==================== design 1
### Signal metal coverage by tile, design 1

Scale bar: 20 um. 13 x 13 tiles, from dark purple (low) to yellow (high), scaled to the fullest tile. Values are wire area over tile area, all layers added.
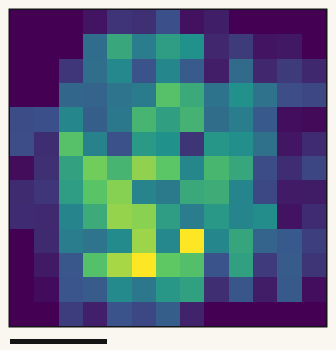

<file path="config.mk">
export PLATFORM = sky130hd
export DESIGN_NAME = serial_sub_ctrl
export DESIGN_NICKNAME = d
export VERILOG_FILES = /design/src/rtl/serial_sub_ctrl.sv
export SDC_FILE = /design/constraint.sdc
export NUM_CORES = 1
export LEC_CHECK = 0
export CORE_MARGIN = 2
export CORE_UTILIZATION = 45
export DETAILED_ROUTE_END_ITERATION = 8
export PLACE_DENSITY = 0.74
export RECOVER_POWER = 25
export SLEW_MARGIN = 30
export SYNTH_ARGS = -nofsm -noshare
export SYNTH_HDL_FRONTEND = slang
export SYNTH_SLANG_ARGS = --single-unit
</file>
<file path="constraint.sdc">
create_clock -name clk -period 2 [get_ports clk]
set_input_delay 0.4 -clock clk [delete_from_list [all_inputs] [get_ports clk]]
set_output_delay 0.4 -clock clk [all_outputs]
set_load 0.01 [all_outputs]
</file>
<file path="src/rtl/serial_sub_ctrl.sv">
// Bit-serial subtractor controller: one full-subtractor cell sequenced over
// WIDTH cycles (LSB first) with a start/busy/done handshake.
module serial_sub_ctrl #(
  parameter int unsigned WIDTH = 8
) (
  input  logic             clk,
  input  logic             rst,
  input  logic             start,
  input  logic [WIDTH-1:0] a,
  input  logic [WIDTH-1:0] b,
  input  logic             borrow_in,
  output logic             busy,
  output logic             done,
  output logic [WIDTH-1:0] diff,
  output logic             borrow_out
);

  localparam int unsigned CW = $clog2(WIDTH);
  localparam logic [CW-1:0] LAST = CW'(WIDTH - 1);

  typedef enum logic [1:0] {
    S_IDLE = 2'd0,
    S_RUN  = 2'd1,
    S_DONE = 2'd2
  } state_t;

  state_t           r_state;
  state_t           w_next;
  logic             w_load;
  logic             w_step;
  logic             w_last;
  logic             w_d;
  logic             w_bnext;

  logic [WIDTH-1:0] r_a_sr;
  logic [WIDTH-1:0] r_b_sr;
  logic [WIDTH-1:0] r_res;
  logic             r_bor;
  logic [CW-1:0]    r_count;
  logic             r_busy;
  logic             r_done;
  logic [WIDTH-1:0] r_diff;
  logic             r_bout;

  // Full-subtractor bit cell
  assign w_d     = r_a_sr[0] ^ r_b_sr[0] ^ r_bor;
  assign w_bnext = (~r_a_sr[0] & r_b_sr[0]) | (~(r_a_sr[0] ^ r_b_sr[0]) & r_bor);

  always_ff @(posedge clk or posedge rst) begin
    if (rst) r_state <= S_IDLE;
    else     r_state <= w_next;
  end

  always_comb begin
    w_next = r_state;
    w_load = 1'b0;
    w_step = 1'b0;
    w_last = 1'b0;
    case (r_state)
      S_IDLE, S_DONE: begin
        if (start) begin
          w_load = 1'b1;
          w_next = S_RUN;
        end else begin
          w_next = S_IDLE;
        end
      end
      S_RUN: begin
        w_step = 1'b1;
        if (r_count == LAST) begin
          w_last = 1'b1;
          w_next = S_DONE;
        end
      end
      default: w_next = S_IDLE;
    endcase
  end

  // Operand/result shift datapath and registered handshake outputs
  always_ff @(posedge clk or posedge rst) begin
    if (rst) begin
      r_a_sr  <= '0;
      r_b_sr  <= '0;
      r_res   <= '0;
      r_bor   <= 1'b0;
      r_count <= '0;
      r_busy  <= 1'b0;
      r_done  <= 1'b0;
      r_diff  <= '0;
      r_bout  <= 1'b0;
    end else begin
      r_busy <= (w_next == S_RUN);
      r_done <= (w_next == S_DONE);
      if (w_load) begin
        r_a_sr  <= a;
        r_b_sr  <= b;
        r_bor   <= borrow_in;
        r_res   <= '0;
        r_count <= '0;
      end else if (w_step) begin
        r_a_sr  <= {1'b0, r_a_sr[WIDTH-1:1]};
        r_b_sr  <= {1'b0, r_b_sr[WIDTH-1:1]};
        r_res   <= {w_d, r_res[WIDTH-1:1]};
        r_bor   <= w_bnext;
        r_count <= r_count + CW'(1);
        if (w_last) begin
          r_diff <= {w_d, r_res[WIDTH-1:1]};
          r_bout <= w_bnext;
        end
      end
    end
  end

  assign busy       = r_busy;
  assign done       = r_done;
  assign diff       = r_diff;
  assign borrow_out = r_bout;

endmodule

</file>
==================== design 2
File: config.mk
export PLATFORM = sky130hd
export DESIGN_NAME = alu_writeback
export DESIGN_NICKNAME = d
export VERILOG_FILES = /design/src/rtl/alu_wb_pkg.sv /design/src/rtl/wb_fifo.sv /design/src/rtl/alu_writeback.sv
export SDC_FILE = /design/constraint.sdc
export NUM_CORES = 1
export LEC_CHECK = 0
export CORE_MARGIN = 2
export CORE_UTILIZATION = 30
export DETAILED_ROUTE_END_ITERATION = 8
export PLACE_DENSITY = 0.56
export SYNTH_ARGS = -nofsm -noshare
export SYNTH_HDL_FRONTEND = slang
export SYNTH_SLANG_ARGS = --single-unit
File: constraint.sdc
create_clock -name clk -period 2.55 [get_ports clk]
set_input_delay 0.51 -clock clk [delete_from_list [all_inputs] [get_ports clk]]
set_output_delay 0.51 -clock clk [all_outputs]
set_load 0.02 [all_outputs]
File: src/rtl/alu_wb_pkg.sv
// Shared types and constants for the ALU write-back stage.
// Entry layout is {dst, addr, data}, dst in the MSB.
package alu_wb_pkg;
  typedef enum logic [1:0] {
    IDLE   = 2'd0,
    REG_WR = 2'd1,
    MEM_WR = 2'd2
  } wb_state_e;

  localparam logic DST_REG = 1'b0;
  localparam logic DST_MEM = 1'b1;

  localparam int WB_DW = 8;
  localparam int WB_AW = 8;

  typedef struct packed {
    logic             dst;
    logic [WB_AW-1:0] addr;
    logic [WB_DW-1:0] data;
  } wb_entry_t;

  localparam int WB_ENTRY_W = $bits(wb_entry_t);

  function automatic int entry_w(input int aw, input int dw);
    return 1 + aw + dw;
  endfunction
endpackage

File: src/rtl/wb_fifo.sv
// Small power-of-two FIFO; pointers carry one extra wrap bit for full/empty.
module wb_fifo #(
  parameter int W     = 17,
  parameter int DEPTH = 2
) (
  input  logic         clk,
  input  logic         rst_n,
  input  logic         push,
  input  logic [W-1:0] wdata,
  input  logic         pop,
  output logic [W-1:0] rdata,
  output logic         full,
  output logic         empty
);
  localparam int IW = $clog2(DEPTH);
  localparam int PW = IW + 1;

  logic [PW-1:0] wp, rp;
  logic [W-1:0]  mem [DEPTH];

  assign empty = (wp == rp);
  assign full  = (wp[IW] != rp[IW]) && (wp[IW-1:0] == rp[IW-1:0]);
  assign rdata = mem[rp[IW-1:0]];

  always_ff @(posedge clk or negedge rst_n) begin
    if (!rst_n) begin
      wp <= '0;
      rp <= '0;
    end else begin
      if (push && !full) wp <= wp + 1'b1;
      if (pop && !empty) rp <= rp + 1'b1;
    end
  end

  always_ff @(posedge clk) begin
    if (push && !full) mem[wp[IW-1:0]] <= wdata;
  end
endmodule

File: src/rtl/alu_writeback.sv
// Write-back stage: buffers ALU results and commits each, in order, to the
// register file (one-cycle strobe) or data RAM (held until mem_ack).
module alu_writeback
  import alu_wb_pkg::*;
#(
  parameter int DW    = 8,
  parameter int AW    = 8,
  parameter int DEPTH = 2
) (
  input  logic          clk,
  input  logic          rst_n,
  input  logic          res_valid,
  output logic          res_ready,
  input  logic [DW-1:0] res_data,
  input  logic          res_dst,
  input  logic [AW-1:0] res_addr,
  output logic          reg_we,
  output logic [AW-1:0] reg_waddr,
  output logic [DW-1:0] reg_wdata,
  output logic          mem_we,
  output logic [AW-1:0] mem_addr,
  output logic [DW-1:0] mem_wdata,
  input  logic          mem_ack,
  output logic          busy
);
  localparam int EW = entry_w(AW, DW);

  wb_state_e     state;
  logic [EW-1:0] head;
  logic          full, empty, push, pop;

  assign res_ready = !full;
  assign push      = res_valid && !full;
  // Head leaves the FIFO as it is loaded into the output registers, so the
  // entry being committed does not occupy a FIFO slot.
  assign pop       = (state == IDLE) && !empty;
  assign busy      = !empty || (state != IDLE);

  wb_fifo #(.W(EW), .DEPTH(DEPTH)) u_fifo (
    .clk   (clk),
    .rst_n (rst_n),
    .push  (push),
    .wdata ({res_dst, res_addr, res_data}),
    .pop   (pop),
    .rdata (head),
    .full  (full),
    .empty (empty)
  );

  always_ff @(posedge clk or negedge rst_n) begin
    if (!rst_n) begin
      state     <= IDLE;
      reg_we    <= 1'b0;
      reg_waddr <= '0;
      reg_wdata <= '0;
      mem_we    <= 1'b0;
      mem_addr  <= '0;
      mem_wdata <= '0;
    end else begin
      case (state)
        IDLE: begin
          if (!empty) begin
            if (head[EW-1] == DST_MEM) begin
              mem_we    <= 1'b1;
              mem_addr  <= head[DW +: AW];
              mem_wdata <= head[DW-1:0];
              state     <= MEM_WR;
            end else begin
              reg_we    <= 1'b1;
              reg_waddr <= head[DW +: AW];
              reg_wdata <= head[DW-1:0];
              state     <= REG_WR;
            end
          end
        end
        REG_WR: begin
          reg_we <= 1'b0;
          state  <= IDLE;
        end
        MEM_WR: begin
          if (mem_ack) begin
            mem_we <= 1'b0;
            state  <= IDLE;
          end
        end
        default: state <= IDLE;
      endcase
    end
  end
endmodule
==================== design 3
--- src/rtl/multi_zone_thermostat.sv ---
// Multi-zone hysteresis thermostat with a word-serial programming port.
// Each zone holds its own target/hysteresis and enforces a minimum dwell between heater switches.
module multi_zone_thermostat #(
    parameter int N_ZONES   = 4,
    parameter int TEMP_W    = 8,
    parameter int MIN_DWELL = 16
) (
    input  logic                      clk_i,
    input  logic                      rst_i,
    input  logic                      program_i,
    input  logic [TEMP_W-1:0]         data_i,
    input  logic                      valid_i,
    output logic                      ready_o,
    input  logic [N_ZONES-1:0]        zone_active_i,
    input  logic [N_ZONES*TEMP_W-1:0] temp_i,
    output logic [N_ZONES-1:0]        heater_on_o,
    output logic                      prog_busy_o,
    output logic                      prog_err_o
);
    localparam int               CNT_W      = $clog2(MIN_DWELL + 1);
    localparam logic [CNT_W-1:0] DWELL_LOAD = CNT_W'(MIN_DWELL - 1);
    localparam logic [TEMP_W:0]  ZONE_LIMIT = (TEMP_W + 1)'(N_ZONES);

    typedef enum logic [1:0] {P_IDLE, P_ZONE, P_TARGET, P_HYST} progState_e;
    typedef enum logic [1:0] {OFF, ARMED, HEAT} zoneState_e;

    progState_e        progState_q, progState_d;
    logic [TEMP_W-1:0] zoneSel_q, zoneSel_d;
    logic [TEMP_W-1:0] stagedTarget_q, stagedTarget_d;
    logic              progErr_q, progErr_d;
    logic              accept;
    logic              commit;
    logic [TEMP_W-1:0] target_q [N_ZONES];
    logic [TEMP_W-1:0] hyst_q   [N_ZONES];

    assign ready_o     = (progState_q != P_IDLE);
    assign prog_busy_o = ready_o;
    assign prog_err_o  = progErr_q;
    assign accept      = valid_i && ready_o;
    assign commit      = accept && (progState_q == P_HYST);

    always_comb begin
        progState_d    = progState_q;
        zoneSel_d      = zoneSel_q;
        stagedTarget_d = stagedTarget_q;
        progErr_d      = 1'b0;
        unique case (progState_q)
            P_IDLE: begin
                if (program_i) progState_d = P_ZONE;
            end
            P_ZONE: begin
                if (accept) begin
                    if ({1'b0, data_i} >= ZONE_LIMIT) begin
                        progErr_d   = 1'b1;
                        progState_d = P_IDLE;
                    end else begin
                        zoneSel_d   = data_i;
                        progState_d = P_TARGET;
                    end
                end
            end
            P_TARGET: begin
                if (accept) begin
                    stagedTarget_d = data_i;
                    progState_d    = P_HYST;
                end
            end
            P_HYST: begin
                if (accept) progState_d = P_IDLE;
            end
            default: progState_d = P_IDLE;
        endcase
    end

    always_ff @(posedge clk_i or negedge rst_i) begin
        if (!rst_i) begin
            progState_q    <= P_IDLE;
            zoneSel_q      <= '0;
            stagedTarget_q <= '0;
            progErr_q      <= 1'b0;
        end else begin
            progState_q    <= progState_d;
            zoneSel_q      <= zoneSel_d;
            stagedTarget_q <= stagedTarget_d;
            progErr_q      <= progErr_d;
        end
    end

    // Commit writes only the selected zone; every other zone keeps its settings.
    always_ff @(posedge clk_i or negedge rst_i) begin
        if (!rst_i) begin
            for (int z = 0; z < N_ZONES; z++) begin
                target_q[z] <= '0;
                hyst_q[z]   <= '0;
            end
        end else if (commit) begin
            for (int z = 0; z < N_ZONES; z++) begin
                if (zoneSel_q == TEMP_W'(z)) begin
                    target_q[z] <= stagedTarget_q;
                    hyst_q[z]   <= data_i;
                end
            end
        end
    end

    for (genvar z = 0; z < N_ZONES; z++) begin : gZone
        zoneState_e        state_q, state_d;
        logic [CNT_W-1:0]  dwell_q, dwell_d;
        logic [TEMP_W:0]   diff;
        logic [TEMP_W-1:0] lowThr;
        logic [TEMP_W-1:0] temp;
        logic              dwellDone;

        assign temp      = temp_i[z*TEMP_W +: TEMP_W];
        assign diff      = {1'b0, target_q[z]} - {1'b0, hyst_q[z]};
        assign lowThr    = diff[TEMP_W] ? '0 : diff[TEMP_W-1:0];
        assign dwellDone = (dwell_q == '0);

        // Disabling a zone overrides the dwell; the counter keeps draining unless already idle.
        always_comb begin
            state_d = state_q;
            dwell_d = dwellDone ? dwell_q : dwell_q - CNT_W'(1);
            if (!zone_active_i[z]) begin
                state_d = OFF;
                if (state_q == OFF) dwell_d = '0;
            end else begin
                unique case (state_q)
                    OFF: state_d = ARMED;
                    ARMED: begin
                        if (temp < lowThr && dwellDone) begin
                            state_d = HEAT;
                            dwell_d = DWELL_LOAD;
                        end
                    end
                    HEAT: begin
                        if (temp >= target_q[z] && dwellDone) begin
                            state_d = ARMED;
                            dwell_d = DWELL_LOAD;
                        end
                    end
                    default: state_d = OFF;
                endcase
            end
        end

        always_ff @(posedge clk_i or negedge rst_i) begin
            if (!rst_i) begin
                state_q <= OFF;
                dwell_q <= '0;
            end else begin
                state_q <= state_d;
                dwell_q <= dwell_d;
            end
        end

        assign heater_on_o[z] = (state_q == HEAT);
    end
endmodule
--- config.mk ---
export PLATFORM = sky130hd
export DESIGN_NAME = multi_zone_thermostat
export DESIGN_NICKNAME = d
export VERILOG_FILES = /design/src/rtl/multi_zone_thermostat.sv
export SDC_FILE = /design/constraint.sdc
export NUM_CORES = 1
export LEC_CHECK = 0
export ABC_CLOCK_PERIOD_IN_PS = 3000
export CAP_MARGIN = 20
export CORE_MARGIN = 4
export CORE_UTILIZATION = 50
export DETAILED_ROUTE_END_ITERATION = 8
export PLACE_DENSITY = 0.72
export SYNTH_ARGS = -nofsm -noshare
export SYNTH_HDL_FRONTEND = slang
export SYNTH_SLANG_ARGS = --single-unit
--- constraint.sdc ---
create_clock -name clk_i -period 3 [get_ports clk_i]
set_clock_uncertainty 0.15 [all_clocks]
set_input_delay 0.3 -clock clk_i [delete_from_list [all_inputs] [get_ports clk_i]]
set_output_delay 0.3 -clock clk_i [all_outputs]
set_load 0.05 [all_outputs]
==================== design 4
`config.mk`:
```
export PLATFORM = sky130hd
export DESIGN_NAME = if_fetch_buffer_flat
export DESIGN_NICKNAME = d
export VERILOG_FILES = /design/src/rtl/if_fetch_buffer_if.sv /design/src/rtl/if_fetch_buffer.sv /design/src/flat_wrapper.sv
export SDC_FILE = /design/constraint.sdc
export NUM_CORES = 1
export LEC_CHECK = 0
export CAP_MARGIN = 20
export CORE_UTILIZATION = 38
export CTS_CLUSTER_DIAMETER = 60
export DETAILED_ROUTE_END_ITERATION = 6
export DONT_BUFFER_PORTS = 1
export GPL_ROUTABILITY_DRIVEN = 0
export HOLD_SLACK_MARGIN = 0.03
export PLACE_DENSITY_LB_ADDON = 0.25
export RECOVER_POWER = 50
export SYNTH_ARGS = -nofsm -noshare
export SYNTH_HDL_FRONTEND = slang
export SYNTH_SLANG_ARGS = --single-unit
```
`constraint.sdc`:
```
create_clock -name clock -period 22.1 [get_ports clock]
set_input_delay 3.315 -clock clock [delete_from_list [all_inputs] [get_ports clock]]
set_output_delay 3.315 -clock clock [all_outputs]
set_load 0.05 [all_outputs]
```
`src/rtl/if_fetch_buffer_if.sv`:
```
// Fetch-to-decode handshake bundle: fetch pair in (f_*), head entry out (d_*).
// master = upstream fetch/decode environment, slave = the buffer itself.
interface if_fetch_buffer_if;
  logic [31:0] f_pc;
  logic [31:0] f_instr;
  logic        f_valid;
  logic        f_ready;
  logic        d_valid;
  logic        d_ready;
  logic [31:0] d_pc;
  logic [31:0] d_pc8;
  logic [31:0] d_instr;
  logic        d_exc_adel;

  modport master (
    output f_pc, f_instr, f_valid, d_ready,
    input  f_ready, d_valid, d_pc, d_pc8, d_instr, d_exc_adel
  );

  modport slave (
    input  f_pc, f_instr, f_valid, d_ready,
    output f_ready, d_valid, d_pc, d_pc8, d_instr, d_exc_adel
  );
endinterface

```
`src/rtl/if_fetch_buffer.sv`:
```
// Instruction-fetch FIFO between PC/IM and decode; tags AdEL and precomputes pc+8.
// f_ready is a pure function of registered occupancy so it can drive the PC stall.
module if_fetch_buffer #(
  parameter int          DEPTH    = 2,
  parameter logic [31:0] IM_BASE  = 32'h0000_3000,
  parameter logic [31:0] IM_LIMIT = 32'h0000_6FFC
) (
  input  logic                     clock,
  input  logic                     reset,
  input  logic                     flush,
  if_fetch_buffer_if.slave         bus,
  output logic [$clog2(DEPTH):0]   count,
  output logic [31:0]              stall_cycles
);
  localparam int AW = $clog2(DEPTH);
  localparam int CW = AW + 1;

  typedef struct packed {
    logic [31:0] pc;
    logic [31:0] pc8;
    logic [31:0] instr;
    logic        adel;
  } entry_t;

  entry_t          mem_reg [DEPTH];
  logic [AW-1:0]   wr_ptr_reg, wr_ptr_next;
  logic [AW-1:0]   rd_ptr_reg, rd_ptr_next;
  logic [CW-1:0]   count_reg, count_next;
  logic [31:0]     stall_reg, stall_next;

  logic   push, pop, full, head_valid;
  logic   new_adel;
  entry_t new_entry;
  entry_t head_entry;

  assign full       = (count_reg >= CW'(DEPTH));
  assign head_valid = (count_reg != '0);
  assign push       = bus.f_valid & ~full & ~flush;
  assign pop        = head_valid & bus.d_ready & ~flush;

  // Entry fields are resolved at push time so decode sees a stable, final entry.
  assign new_adel = (bus.f_pc[1:0] != 2'b00) | (bus.f_pc < IM_BASE) | (bus.f_pc > IM_LIMIT);

  always_comb begin
    new_entry       = '0;
    new_entry.pc    = bus.f_pc;
    new_entry.pc8   = bus.f_pc + 32'd8;
    new_entry.instr = new_adel ? 32'h0 : bus.f_instr;
    new_entry.adel  = new_adel;
  end

  always_comb begin
    wr_ptr_next = wr_ptr_reg;
    rd_ptr_next = rd_ptr_reg;
    count_next  = count_reg;
    stall_next  = stall_reg;
    if (push) begin
      wr_ptr_next = wr_ptr_reg + AW'(1);
    end
    if (pop) begin
      rd_ptr_next = rd_ptr_reg + AW'(1);
    end
    if (push && !pop) begin
      count_next = count_reg + CW'(1);
    end else if (pop && !push) begin
      count_next = count_reg - CW'(1);
    end
    // Stall accounting ignores flush: a redirect cycle with a blocked fetch still stalled.
    if (bus.f_valid && full) begin
      stall_next = stall_reg + 32'd1;
    end
  end

  always_ff @(posedge clock) begin
    if (reset) begin
      wr_ptr_reg <= '0;
      rd_ptr_reg <= '0;
      count_reg  <= '0;
      stall_reg  <= '0;
    end else begin
      stall_reg <= stall_next;
      if (flush) begin
        wr_ptr_reg <= '0;
        rd_ptr_reg <= '0;
        count_reg  <= '0;
      end else begin
        wr_ptr_reg <= wr_ptr_next;
        rd_ptr_reg <= rd_ptr_next;
        count_reg  <= count_next;
      end
    end
  end

  // Storage needs no reset: occupancy alone decides what is visible.
  always_ff @(posedge clock) begin
    if (!reset && push) begin
      mem_reg[wr_ptr_reg] <= new_entry;
    end
  end

  assign head_entry = head_valid ? mem_reg[rd_ptr_reg] : '0;

  assign bus.f_ready    = ~full;
  assign bus.d_valid    = head_valid;
  assign bus.d_pc       = head_entry.pc;
  assign bus.d_pc8      = head_entry.pc8;
  assign bus.d_instr    = head_entry.instr;
  assign bus.d_exc_adel = head_entry.adel;
  assign count          = count_reg;
  assign stall_cycles   = stall_reg;
endmodule
```
`src/flat_wrapper.sv`:
```
// flat-port wrapper written by rule: the top's interface ports become plain ports
module if_fetch_buffer_flat 
#(
  parameter int          DEPTH    = 2,
  parameter logic [31:0] IM_BASE  = 32'h0000_3000,
  parameter logic [31:0] IM_LIMIT = 32'h0000_6FFC
)
  (clock, reset, flush, count, stall_cycles, bus_f_pc, bus_f_instr, bus_f_valid, bus_d_ready, bus_f_ready, bus_d_valid, bus_d_pc, bus_d_pc8, bus_d_instr, bus_d_exc_adel);
  if_fetch_buffer_if bus_i ();
  input  logic clock;
  input  logic reset;
  input  logic flush;
  output logic [$clog2(DEPTH):0] count;
  output logic [31:0] stall_cycles;
  input wire logic [$bits(bus_i.f_pc)-1:0] bus_f_pc;
  input wire logic [$bits(bus_i.f_instr)-1:0] bus_f_instr;
  input wire logic [$bits(bus_i.f_valid)-1:0] bus_f_valid;
  input wire logic [$bits(bus_i.d_ready)-1:0] bus_d_ready;
  output wire logic [$bits(bus_i.f_ready)-1:0] bus_f_ready;
  output wire logic [$bits(bus_i.d_valid)-1:0] bus_d_valid;
  output wire logic [$bits(bus_i.d_pc)-1:0] bus_d_pc;
  output wire logic [$bits(bus_i.d_pc8)-1:0] bus_d_pc8;
  output wire logic [$bits(bus_i.d_instr)-1:0] bus_d_instr;
  output wire logic [$bits(bus_i.d_exc_adel)-1:0] bus_d_exc_adel;
  assign bus_i.f_pc = bus_f_pc;
  assign bus_i.f_instr = bus_f_instr;
  assign bus_i.f_valid = bus_f_valid;
  assign bus_i.d_ready = bus_d_ready;
  assign bus_f_ready = bus_i.f_ready;
  assign bus_d_valid = bus_i.d_valid;
  assign bus_d_pc = bus_i.d_pc;
  assign bus_d_pc8 = bus_i.d_pc8;
  assign bus_d_instr = bus_i.d_instr;
  assign bus_d_exc_adel = bus_i.d_exc_adel;
  if_fetch_buffer #(.DEPTH(DEPTH), .IM_BASE(IM_BASE), .IM_LIMIT(IM_LIMIT)) u_core (.clock(clock), .reset(reset), .flush(flush), .bus(bus_i), .count(count), .stall_cycles(stall_cycles));
endmodule
```
### Drive-strength map, design 3

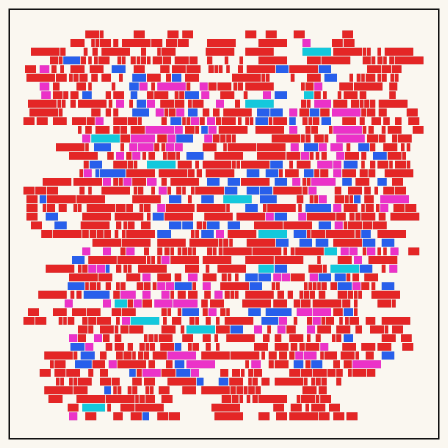
[cyan] x6 and larger | cells: 14 | share: 1.4%
[red] x1 and smaller | cells: 766 | share: 77%
[blue] x2 | cells: 105 | share: 11%
[magenta] x3 and x4 | cells: 115 | share: 12%
relative area change from synthesis to final layout: 26.59%
Setup WS post-layout: -0.2234 ns

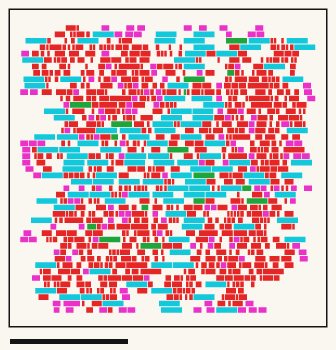
*Cell classes on the final placement, design 3*
Scale bar: 50 um.
[magenta] remaining buffers and delay cells | cells: 142 | share of their area: 12%
[red] remaining logic cells | cells: 731 | share of their area: 56%
[green] clock drivers and dummy loads | cells: 16 | share of their area: 3.0%
[cyan] sequential cells | cells: 111 | share of their area: 28%
sequential share of cell area: 27.59%
placement row count: 45
cell area after layout: 10,070 um^2

==> metrics.cfg, design 3 <==
[route]
via_count = 6483
highest_layer = met4
post-route-drc-count = 0
detailroute.wirelength.met3_um = 494

[synth]
synthArstFlopShare_pct = 100.0
ys_cells = 855
post-synth-top-area-fraction_pct = 34.93
dominant_cells_by_area_after_synthesis = dfrtp_1 35%, ha_1 18%, mux2_2 6.5%

[outcome]
run_status = finished with violations
failed_checks = negative setup slack

[final_timing]
fin_ws_ns = -0.2234
setup_viol_count_final = 24
period_minus_slack_ns = 3.223

[cells_and_area]
post_route_cells_drive_above_1_share_pct = 23.40
antenna_cells = 0
comb_share_pct = 51.40

[floorplan]
core_region_area_um2 = 15370

==> design 3: placed cells by master, fill, tap and decap left out, types with 8 or more instances in the layout <==
cell / instances
ha_4: 9
a21oi_1: 15
xor2_1: 10
inv_1: 90
clkdlybuf4s50_1: 53
clkbuf_16: 9
and2_1: 9
or3_1: 9
nor3_1: 13
buf_4: 87
o21ai_0: 55
nand2b_1: 19
nor2_1: 37
nand3_1: 21
mux2_2: 45
nand2_1: 99
a21o_1: 12
o21ai_1: 9
ha_1: 98
o21a_1: 13
dfrtp_1: 111
a31oi_1: 8
a21oi_2: 10
mux2i_1: 11
xnor2_1: 13
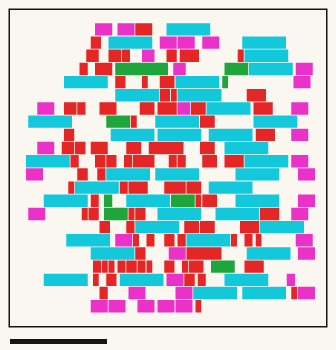
*Cell classes on the final placement, design 1*
Scale bar: 20 um.
[red] remaining logic cells | cells: 89 | share of their area: 30%
[green] clock drivers and dummy loads | cells: 8 | share of their area: 5.2%
[cyan] sequential cells | cells: 40 | share of their area: 48%
[magenta] remaining buffers and delay cells | cells: 34 | share of their area: 16%
Std-Cell Core Area: 3633 um^2
sequential share of cell area: 47.11%
placement row count: 22

## Picture notes: 'Signal metal coverage by tile' of design 1
emptiest ninth of the die: north-west
nearly empty tiles: 15%
tiles over half the peak: 24%
mean over tiles: 0.11
fullest tile: 0.36
detailed-route via count: 1,155
per-cell routed wire length: 13.86 um
Detailed Route WL: 3035 um
GR Util All Layers: 16.35%

==> metrics.cfg, design 1 <==
[synth]
yosysChipArea_um2 = 1685
yosys_register_bits = 40
synth_simple_gate_area_share_pct = 10.02
synth_area_per_cell_um2 = 12.12
synth-compound-area-share_pct = 14.40

[setup_path]
rr_startpoint = r_state[0]
crit_path_cells = nor2b_1 > nor2_1 > a221oi_1
cp_top_family = flip-flops
worst_r2r_endpoint = r_bor

[cells_and_area]
layout_top_cells = 40 x dfrtp_1, 29 x clkdlybuf4s50_1, 12 x nor2_1
utilization_of_the_core_after_routing_pct = 58.47
design_area_um2 = 2125

[placement]
dpl.cell_count = 211

[outcome]
run_status = finished clean

[final_timing]
setup_total_negative_slack_ns = 0
setup_viol_count_final = 0

[power_and_ir_drop]
total_leakage_power_nw = 0.9353

[global_routing]
grt_pass1_vias = 1151
antenna_violations_before_repair = 0

[hold_path]
min_delay_worst_endpoint = borrow_out

[flow_run]
maxCapViolCount = 0

[route]
highest_layer = met4

## design 1: area by class of cell
cell class / count / area share [%]
Sequential cell: 40 / 47.11
Clock inverter: 2 / 1.649
Timing Repair Buffer: 34 / 15.43
Tap cell: 48 / 2.827
Clock buffer: 6 / 3.416
Inverter: 5 / 0.8834
Multi-Input combinational cell: 84 / 28.68
## design 1: report_power, final
group          internal [mW]  switching (mW)
logic                  0.676           0.562
registers               1.18           0.254
clock network          0.370           0.270
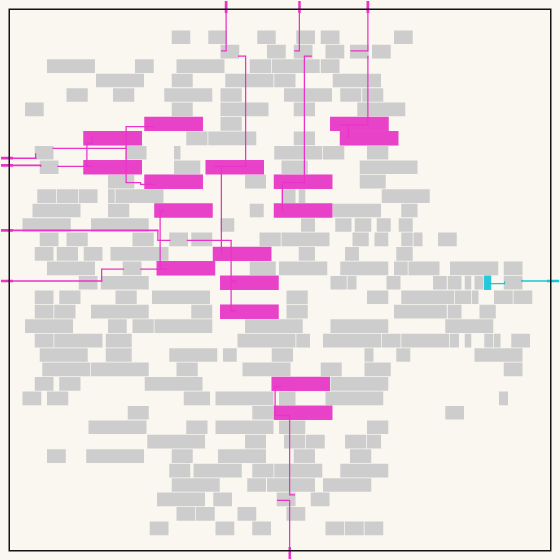
*Wires at chosen ports, followed through buffers, design 2*
[cyan] res_ready | bits: 1 | direction: output | edge: east | end cells: 1 | buffers: 1 | wire: 8.60 um
[magenta] res_addr | bits: 8 | direction: input | edge: 4 west, 3 north, 1 south | end cells: 16 | buffers: 8 | wire: 320 um
Buffers on Ports: 56
top-level I/O count: 57

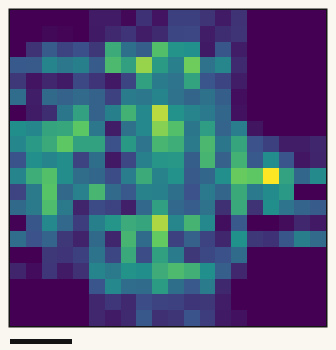
*Signal metal coverage by tile, design 2*
Scale bar: 20 um. 20 x 20 tiles, from dark purple (low) to yellow (high), scaled to the fullest tile. Values are wire area over tile area, all layers added.
nearly empty tiles: 25%
tiles over half the peak: 16%
mean over tiles: 0.084
fullest tile: 0.33
emptiest ninth of the die: north-east
detailed-route via count: 1,574
Detailed Route WL: 5506 um
GR Util All Layers: 12.03%

==> metrics.cfg, design 2 <==
[synth]
synthesis.nets = 181
synth.cell_area_um2 = 2863
synthArstFlopShare_pct = 54.05
postSynthCellCount = 160

[final_timing]
worst_hold_slack_ns = 0.03718
setup_total_negative_slack_ns = 0

[clock_network]
ctsHtreeMaxLevel = 3
cts_buffers = 9

[flow_run]
maxCapViolCount = 0

[power_and_ir_drop]
top_consumer = combinational logic

[route]
wl_per_cell_um = 15.08

[outcome]
run_status = finished clean

[placement]
gpl.final_weighted_congestion = 0.7226

[cells_and_area]
layout.comb_gates.multi_input = 76
area_growth_syn_to_layout_pct = 33.48

[setup_path]
timing.setup.critical_path_class = flop to primary output

## design 2: cell usage in the layout (no fill, tap or decap)
master,instances
clkdlybuf4s50_1,55
mux2_2,49
dfrtp_1,40
edfxtp_1,34
buf_4,11
clkbuf_8,10
xnor2_1,5
o21ai_0,3
o211ai_1,3
inv_1,3
xor2_1,2
nand2_1,2
a2111oi_4,2
a211oi_1,2
a2bb2oi_1,2
clkbuf_1,2
xnor2_2,1
nor2_1,1
nand3_1,1
nor2_2,1
mux2i_1,1
a21oi_1,1
clkinv_4,1
clkinv_2,1
clkinvlp_4,1
bufinv_16,1
buf_2,1
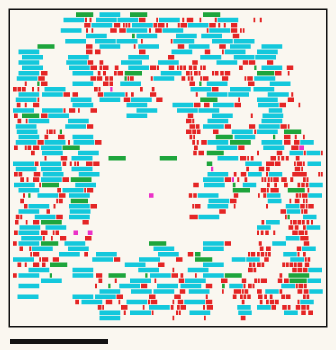
*Cell classes on the final placement, design 4*
Scale bar: 50 um.
[green] clock drivers and dummy loads | cells: 45 | share of their area: 8.0%
[magenta] remaining buffers and delay cells | cells: 7 | share of their area: 0.40%
[cyan] sequential cells | cells: 225 | share of their area: 62%
[red] remaining logic cells | cells: 466 | share of their area: 30%
placement row count: 58
cell area after layout: 10,710 um^2
Std-Cell Core Area: 25,040 um^2

==> metrics.cfg, design 4 <==
[outcome]
failed_checks = max-capacitance violations, max-slew violations
run_status = finished with violations

[placement]
io_buffer_count = 0

[final_timing]
setup_viol_count_final = 0
slew_viol_final = 56

[setup_path]
timing.critical_path.from_type = flop

[power_and_ir_drop]
power.net_switching_uw = 221.5

[cells_and_area]
ff_latch_area_um2 = 6390
buf_share_pct = 0.3857
post_route_cells_drive_above_1_share_pct = 6.460
fin_nets = 797

[floorplan]
die-height_um = 161.5

[global_routing]
grt_pass1_vias = 5732

[clock_network]
ctsResizeCount = 0

[route]
post-route-drc-count = 0

[flow_run]
maxCapViolCount = 2

[design 4: logic make-up after synthesis]
family,synth area share [%]
and+or+nand+nor,14.42
DFF,66.07
muxes,9.851
buffers and inverters,2.912
xor gates and xnor gates,3.896
AOI/OAI and AO/OA,2.459
adders and majority gates,0.3884
[design 4: power groups by stage]
stage                     registers, mW  clock network [mW]  logic [mW]
final                             0.470               0.414      0.0675
after global routing              0.471               0.438      0.0714
after CTS                         0.470               0.422      0.0686
after detailed placement          0.479                   0      0.0684
after global placement            0.479                   0      0.0678
after floorplan                   0.479                   0      0.0628

==================== design 5
### Routing congestion, design 5

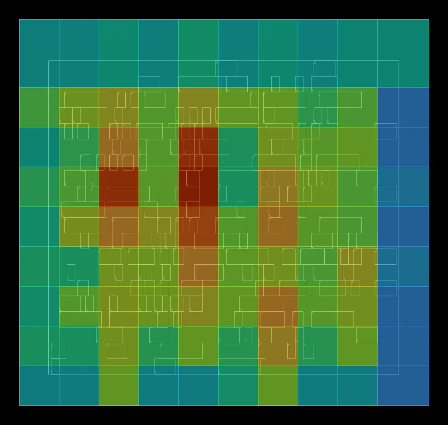

$ cat src/rtl/bcd_time_counter.sv
// rtl/bcd_time_counter.sv - MM:SS BCD counter driven by a sampled slow_clk strobe
//
// Purpose:
//   Counts rising edges of slow_clk (sampled on clk, never used as a clock)
//   as a four-digit BCD MM:SS value from 00:00 up to <MIN_TENS_MAX>9:59,
//   then wraps to 00:00 with a one-clk rollover pulse.
//   Optional lap-hold freeze of the displayed value is enabled by defining
//   the macro STOPWATCH_LAP_EN; without it lap is ignored.
//
// Parameters:
//   MIN_TENS_MAX  highest minutes-tens digit value (1..9)
//
// Ports:
//   clk         in   1   system clock, single domain
//   reset       in   1   synchronous active-high reset
//   slow_clk    in   1   count strobe, clk-synchronous, rising edge counts
//   lap         in   1   debounced lap button, level-high
//   digits      out  16  {min_tens, min_ones, sec_tens, sec_ones}
//   rollover    out  1   one-clk pulse on wrap to 00:00
//   lap_active  out  1   high while the display is frozen

module bcd_time_counter #(
  parameter int MIN_TENS_MAX = 5
) (
  input  logic        clk,
  input  logic        reset,
  input  logic        slow_clk,
  input  logic        lap,
  output logic [15:0] digits,
  output logic        rollover,
  output logic        lap_active
);

  localparam logic [3:0] MT_LAST = 4'(MIN_TENS_MAX);

  logic        slow_clk_q;
  logic        tick;
  logic [15:0] count;
  logic [15:0] count_inc;
  logic        wrap;

  // slow_clk_q resets high so a strobe already high at release is not an edge.
  assign tick = slow_clk & ~slow_clk_q;

  // BCD carry chain. ">=" comparisons make each digit self-correcting even
  // though no out-of-range value is reachable from reset.
  always_comb begin
    count_inc = count;
    wrap      = 1'b0;
    if (count[3:0] < 4'd9) begin
      count_inc[3:0] = count[3:0] + 4'd1;
    end else begin
      count_inc[3:0] = 4'd0;
      if (count[7:4] < 4'd5) begin
        count_inc[7:4] = count[7:4] + 4'd1;
      end else begin
        count_inc[7:4] = 4'd0;
        if (count[11:8] < 4'd9) begin
          count_inc[11:8] = count[11:8] + 4'd1;
        end else begin
          count_inc[11:8] = 4'd0;
          if (count[15:12] < MT_LAST) begin
            count_inc[15:12] = count[15:12] + 4'd1;
          end else begin
            count_inc[15:12] = 4'd0;
            wrap             = 1'b1;
          end
        end
      end
    end
  end

  always_ff @(posedge clk) begin
    if (reset) begin
      slow_clk_q <= 1'b1;
      count      <= 16'h0000;
      rollover   <= 1'b0;
    end else begin
      slow_clk_q <= slow_clk;
      rollover   <= tick & wrap;
      if (tick) begin
        count <= count_inc;
      end
    end
  end

`ifdef STOPWATCH_LAP_EN
  typedef enum logic {LIVE = 1'b0, HOLD = 1'b1} state_t;

  state_t      state;
  logic        lap_q;
  logic        lap_edge;
  logic [15:0] snapshot;

  assign lap_edge = lap & ~lap_q;

  // The snapshot takes count as registered before this edge, so a tick on
  // the same edge is excluded from the frozen value.
  always_ff @(posedge clk) begin
    if (reset) begin
      state    <= LIVE;
      lap_q    <= 1'b1;
      snapshot <= 16'h0000;
    end else begin
      lap_q <= lap;
      if (lap_edge) begin
        case (state)
          LIVE: begin
            state    <= HOLD;
            snapshot <= count;
          end
          HOLD: begin
            state <= LIVE;
          end
          default: state <= LIVE;
        endcase
      end
    end
  end

  assign lap_active = (state == HOLD);
  assign digits     = lap_active ? snapshot : count;
`else
  logic unused_lap;

  assign unused_lap = lap;
  assign lap_active = 1'b0;
  assign digits     = count;
`endif

endmodule

$ cat config.mk
export PLATFORM = sky130hd
export DESIGN_NAME = bcd_time_counter
export DESIGN_NICKNAME = d
export VERILOG_FILES = /design/src/rtl/bcd_time_counter.sv
export SDC_FILE = /design/constraint.sdc
export NUM_CORES = 1
export LEC_CHECK = 0
export ABC_AREA = 1
export CAP_MARGIN = 15
export CELL_PAD_IN_SITES_DETAIL_PLACEMENT = 1
export CELL_PAD_IN_SITES_GLOBAL_PLACEMENT = 2
export CORE_AREA = 5 5 66 62
export CTS_BUF_LIST = sky130_fd_sc_hd__clkbuf_8
export CTS_CLUSTER_DIAMETER = 120
export DETAILED_ROUTE_END_ITERATION = 16
export DIE_AREA = 0 0 71 67
export GPL_TIMING_DRIVEN = 0
export PLACE_DENSITY_LB_ADDON = 0.1
export SETUP_SLACK_MARGIN = 0.02
export SLEW_MARGIN = 40
export SYNTH_ARGS = -nofsm -noshare
export SYNTH_HDL_FRONTEND = slang
export SYNTH_SLANG_ARGS = --single-unit
$ cat constraint.sdc
create_clock -name clk -period 2.2 [get_ports clk]
set_clock_uncertainty 0.15 [all_clocks]
set_input_delay 0.44 -clock clk [delete_from_list [all_inputs] [get_ports clk]]
set_output_delay 0.44 -clock clk [all_outputs]
set_load 0.01 [all_outputs]
==================== design 6
<file path="config.mk">
export PLATFORM = sky130hd
export DESIGN_NAME = regfile_arbiter
export DESIGN_NICKNAME = d
export VERILOG_FILES = /design/src/rtl/regfile_arbiter.sv
export SDC_FILE = /design/constraint.sdc
export NUM_CORES = 1
export LEC_CHECK = 0
export CAP_MARGIN = 20
export CORE_UTILIZATION = 30
export CTS_CLUSTER_SIZE = 12
export DETAILED_ROUTE_END_ITERATION = 10
export PLACE_DENSITY = 0.72
export SLEW_MARGIN = 25
export SYNTH_ARGS = -nofsm -noshare
export SYNTH_HDL_FRONTEND = slang
export SYNTH_SLANG_ARGS = --single-unit
</file>
<file path="constraint.sdc">
create_clock -name Clk -period 2.08 [get_ports Clk]
set_input_delay 0.416 -clock Clk [delete_from_list [all_inputs] [get_ports Clk]]
set_output_delay 0.416 -clock Clk [all_outputs]
set_load 0.005 [all_outputs]
</file>
<file path="src/rtl/regfile_arbiter.sv">
// Register-file port arbiter: CPU datapath vs debug/monitor port.
// Optional REGFILE_ARB_DBG_WR_EN enables debug writes into the file.
module regfile_arbiter #(
  parameter int MAX_WAIT = 4
) (
  input  logic        Clk,
  input  logic        Reset,
  input  logic        CPU_Req,
  input  logic        CPU_Wr,
  input  logic [2:0]  CPU_DR,
  input  logic [2:0]  CPU_SR1,
  input  logic [2:0]  CPU_SR2,
  input  logic [15:0] CPU_Data,
  output logic        CPU_Gnt,
  input  logic        DBG_Req,
  input  logic        DBG_Wr,
  input  logic [2:0]  DBG_Addr,
  input  logic [15:0] DBG_WData,
  output logic        DBG_Ack,
  output logic [15:0] DBG_RData,
  output logic        LD_REG,
  output logic [2:0]  DR,
  output logic [2:0]  SR1,
  output logic [2:0]  SR2,
  output logic [15:0] RF_In,
  input  logic [15:0] SR2_Out
);

  typedef enum logic {IDLE, ACK} state_t;

  localparam logic [7:0] MAX_W = 8'(MAX_WAIT);

  state_t     state;
  logic [7:0] wait_cnt;
  logic       dbg_gnt;
  logic       dbg_ld;
  logic [15:0] dbg_wdata;

`ifdef REGFILE_ARB_DBG_WR_EN
  assign dbg_ld    = DBG_Wr;
  assign dbg_wdata = DBG_WData;
`else
  logic unused_wdata;
  assign unused_wdata = ^DBG_WData;
  assign dbg_ld       = 1'b0;
  assign dbg_wdata    = CPU_Data;
`endif

  // Reset gates the grants so nothing loads while held in reset.
  assign dbg_gnt = Reset & (state == IDLE) & DBG_Req
                 & (~CPU_Req | (wait_cnt == MAX_W));
  assign CPU_Gnt = Reset & CPU_Req & ~dbg_gnt;

  assign SR1    = CPU_SR1;
  assign SR2    = dbg_gnt ? DBG_Addr : CPU_SR2;
  assign DR     = dbg_gnt ? DBG_Addr : CPU_DR;
  assign RF_In  = dbg_gnt ? dbg_wdata : CPU_Data;
  assign LD_REG = dbg_gnt ? dbg_ld
                          : (Reset & CPU_Req & CPU_Wr);

  always_ff @(posedge Clk or negedge Reset) begin
    if (!Reset) begin
      state     <= IDLE;
      wait_cnt  <= 8'd0;
      DBG_Ack   <= 1'b0;
      DBG_RData <= 16'h0000;
    end else begin
      DBG_Ack <= dbg_gnt;
      unique case (state)
        IDLE: begin
          if (dbg_gnt) begin
            state    <= ACK;
            wait_cnt <= 8'd0;
            if (!DBG_Wr)
              DBG_RData <= SR2_Out;
          end else if (!DBG_Req) begin
            wait_cnt <= 8'd0;
          end else if (wait_cnt != MAX_W) begin
            wait_cnt <= wait_cnt + 8'd1;
          end
        end
        ACK: begin
          state    <= IDLE;
          wait_cnt <= 8'd0;
        end
        default: begin
          state    <= IDLE;
          wait_cnt <= 8'd0;
        end
      endcase
    end
  end

endmodule

</file>
### Drive-strength map, design 5

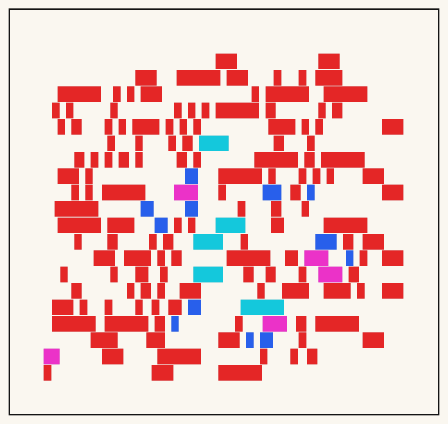
[cyan] x6 and larger | cells: 5 | share: 3.2%
[red] x1 and smaller | cells: 135 | share: 86%
[magenta] x3 and x4 | cells: 5 | share: 3.2%
[blue] x2 | cells: 12 | share: 7.6%
Setup WS post-layout: 0.3326 ns
non-clock buffer total of the final layout: 20

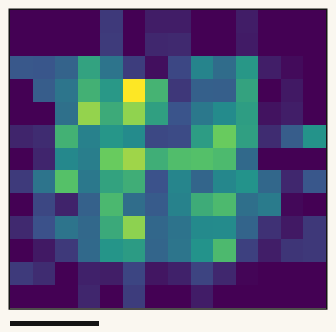
*Signal metal coverage by tile, design 5*
Scale bar: 20 um. 14 x 13 tiles, from dark purple (low) to yellow (high), scaled to the fullest tile. Values are wire area over tile area, all layers added.
fullest tile: 0.31
tiles over half the peak: 20%
emptiest ninth of the die: north-east
mean over tiles: 0.079
densest ninth of the die: center
nearly empty tiles: 28%
GR Util All Layers: 11.62%
per-cell routed wire length: 12.19 um

## Picture notes: 'Routing congestion' of design 5
utilization of the core after routing: 38.94%
GRT busiest layer: met2

==> metrics.cfg, design 5 <==
[outcome]
run_status = finished clean

[power_and_ir_drop]
pg_clk_uw = 278
top_consumer = registers

[synth]
synth-compound-area-share_pct = 8.122
ys.warnings.count = 0
ys_seq_share_pct = 36.55
postSynthCellCount = 134

[floorplan]
dieArea_um2 = 4757
num_io_pins = 22

[flow_run]
openroad.warnings = 31

[route]
highest_layer = met4

[final_timing]
slew_viol_final = 0
worst_hold_slack_ns = 0.3624
period_minus_slack_ns = 1.867

[clock_network]
cts_buffers = 3
cts-hold-fix-buffers = 0
clock-root-buffer = clkbuf_8
clock_latency_ns = 0.25
clock-sinks = 18
ctsResizeCount = 0

[placement]
place.detailed.hpwl_um = 1966

[cells_and_area]
inverters_excl_clock = 21
antenna_cells = 0
comb_share_pct = 41.93

[hold_path]
min_path_type = flop to flop

[setup_path]
timing.setup.critical_path_class = flop to primary output
worst_setup_path_startpoint = digits[3]
timing.critical_path.from_type = flop

## design 5: metrics by stage
step / total power, mW / setup WS (ns)
2_1_floorplan: 0.3561 / 0.7009
3_3_place_gp: 0.3688 / 0.01183
3_5_place_dp: 0.3693 / 0.07156
4_1_cts: 0.6581 / 0.3088
5_1_grt: 0.6705 / 0.2269
6_report: 0.6383 / 0.3326
## design 5: state kept, by name, summed over array words and instances (netlist names)
register / cells
slow_clk_q: 1
rollover: 1
digits: 16
## design 5: final timing paths
path,slack (ns),end
setup / recovery,0.33,digits[3]
hold / removal,0.36,digits[8]
setup reg to reg,0.50,digits[14]
hold reg to reg,0.36,digits[8]
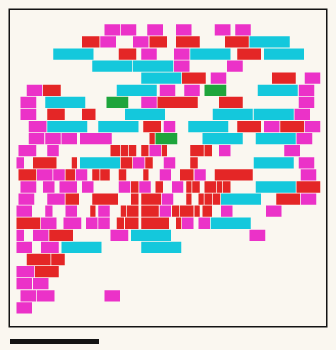
*Cell classes on the final placement, design 6*
Scale bar: 20 um.
[cyan] sequential cells | cells: 26 | share of their area: 31%
[red] remaining logic cells | cells: 71 | share of their area: 31%
[green] clock-net drivers | cells: 3 | share of their area: 1.9%
[magenta] remaining buffers and delay cells | cells: 84 | share of their area: 37%
placement row count: 24
Std-Cell Core Area: 4474 um^2

==> metrics.cfg, design 6 <==
[cells_and_area]
post_route_cells_drive_above_1_share_pct = 39.67

[power_and_ir_drop]
total_leakage_power_nw = 0.9917
combPwrFrac_pct = 33.9
power.net_switching_uw = 306.6
pwr.group.sequential_uw = 626

[setup_path]
worst_setup_path_startpoint = wait_cnt[0]
r2r_setup_slack_ns = -0.08

[route]
highest_layer = met4
post-route-drc-count = 4

[hold_path]
min_delay_path_depth = 1
min_path_type = flop to flop
worstHoldStart = DBG_RData[2]

[outcome]
failed_checks = design-rule violations, negative setup slack
run_status = finished with violations

[final_timing]
worst_slew_pin_slew_ns = 0.3551
fin_ws_ns = -0.4072
setup_viol_count_final = 24

[synth]
yosys_register_bits = 26
synthesis.nets = 188

[clock_network]
ctsHtreeMaxLevel = 1

[placement]
dpl.cell_count = 224

[global_routing]
globalRouteOverflowTotal = 0

[floorplan]
initCoreUtil_pct = 32.02

## design 6: worst register-to-register path, stage by stage, from the launching register on
cell and delay (ns):
dfrtp_1 0.39, inv_2 0.08, ha_4 0.12, nor4b_4 0.28, nand3_4 0.12, buf_4 0.16, buf_6 0.12, a211o_1 0.29
buf_12 0.17, mux2_4 0.31
## design 6: area by class of cell
class                      instances  area share [%]
clock buffer                       3           1.882
inverter                           3          0.5134
multi-input combinational         68           29.09
sequential                        26           29.66
tap                               52           2.966
timing repair buffer              84           35.88


==> notes/layouts.md <==
Pictures saved along the way, in no particular order.

Wires at chosen ports, followed through buffers.
shot_01.png
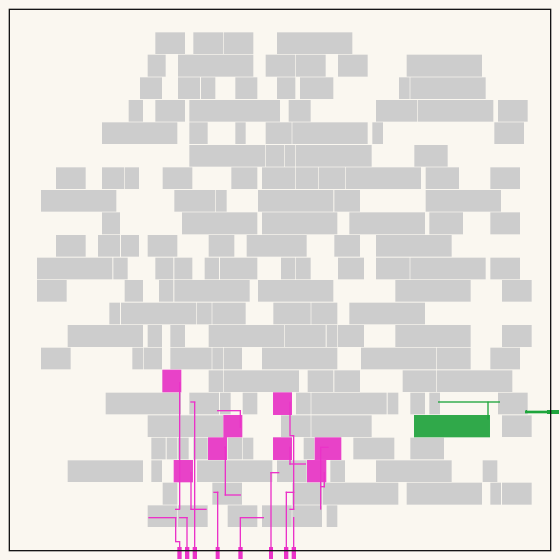
shot_02.png
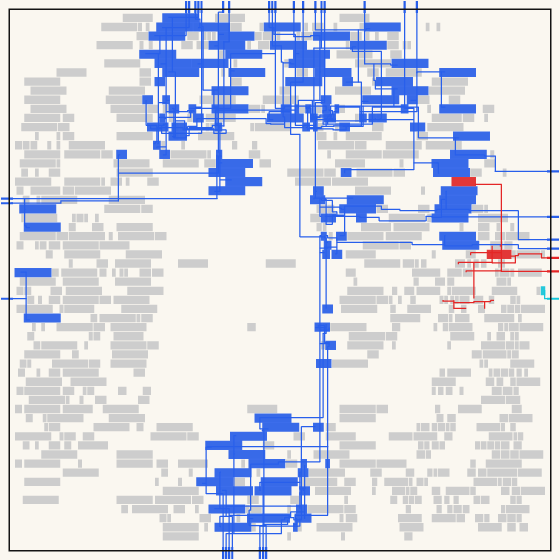
shot_03.png
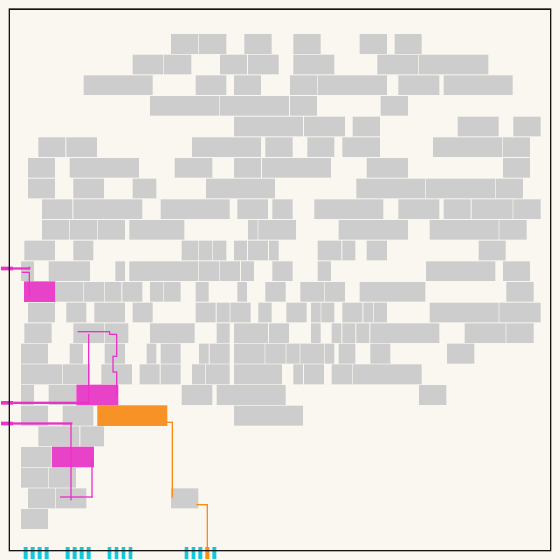
shot_04.png
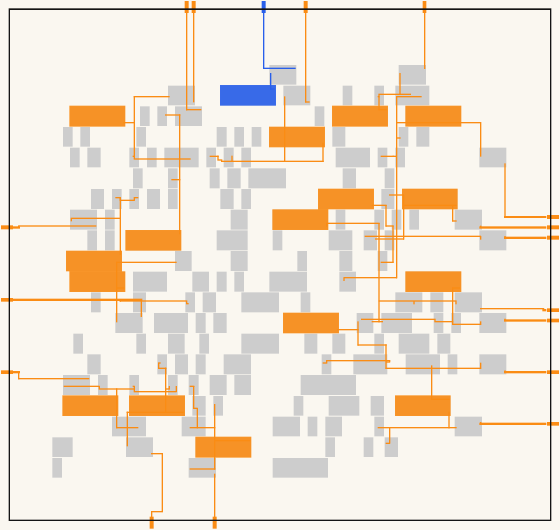
shot_05.png
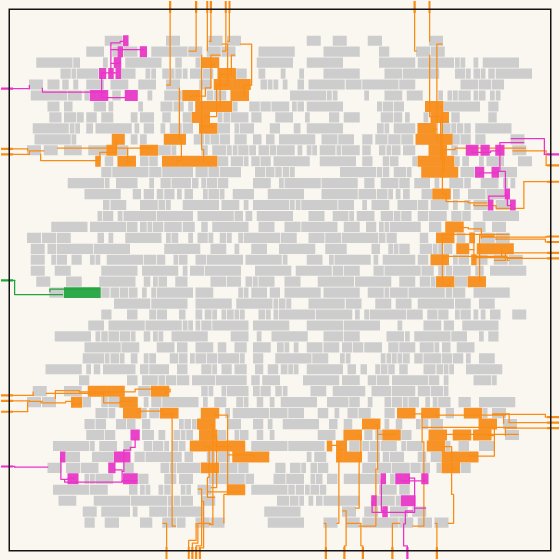
shot_02.png: design 4
shot_05.png: design 3
shot_03.png: design 6
shot_01.png: design 1
shot_04.png: design 5

Key to shot_03.png:
[orange] DBG_Ack | bits: 1 | direction: output | edge: south | end cells: 1 | buffers: 1 | wire: 17.8 um
[cyan] DBG_WData | bits: 16 | direction: input | edge: south | end cells: 0 | buffers: 0
[magenta] SR2 | bits: 3 | direction: output | edge: west | end cells: 3 | buffers: 3 | wire: 66.5 um

Power and IR drop assume default switching activity.
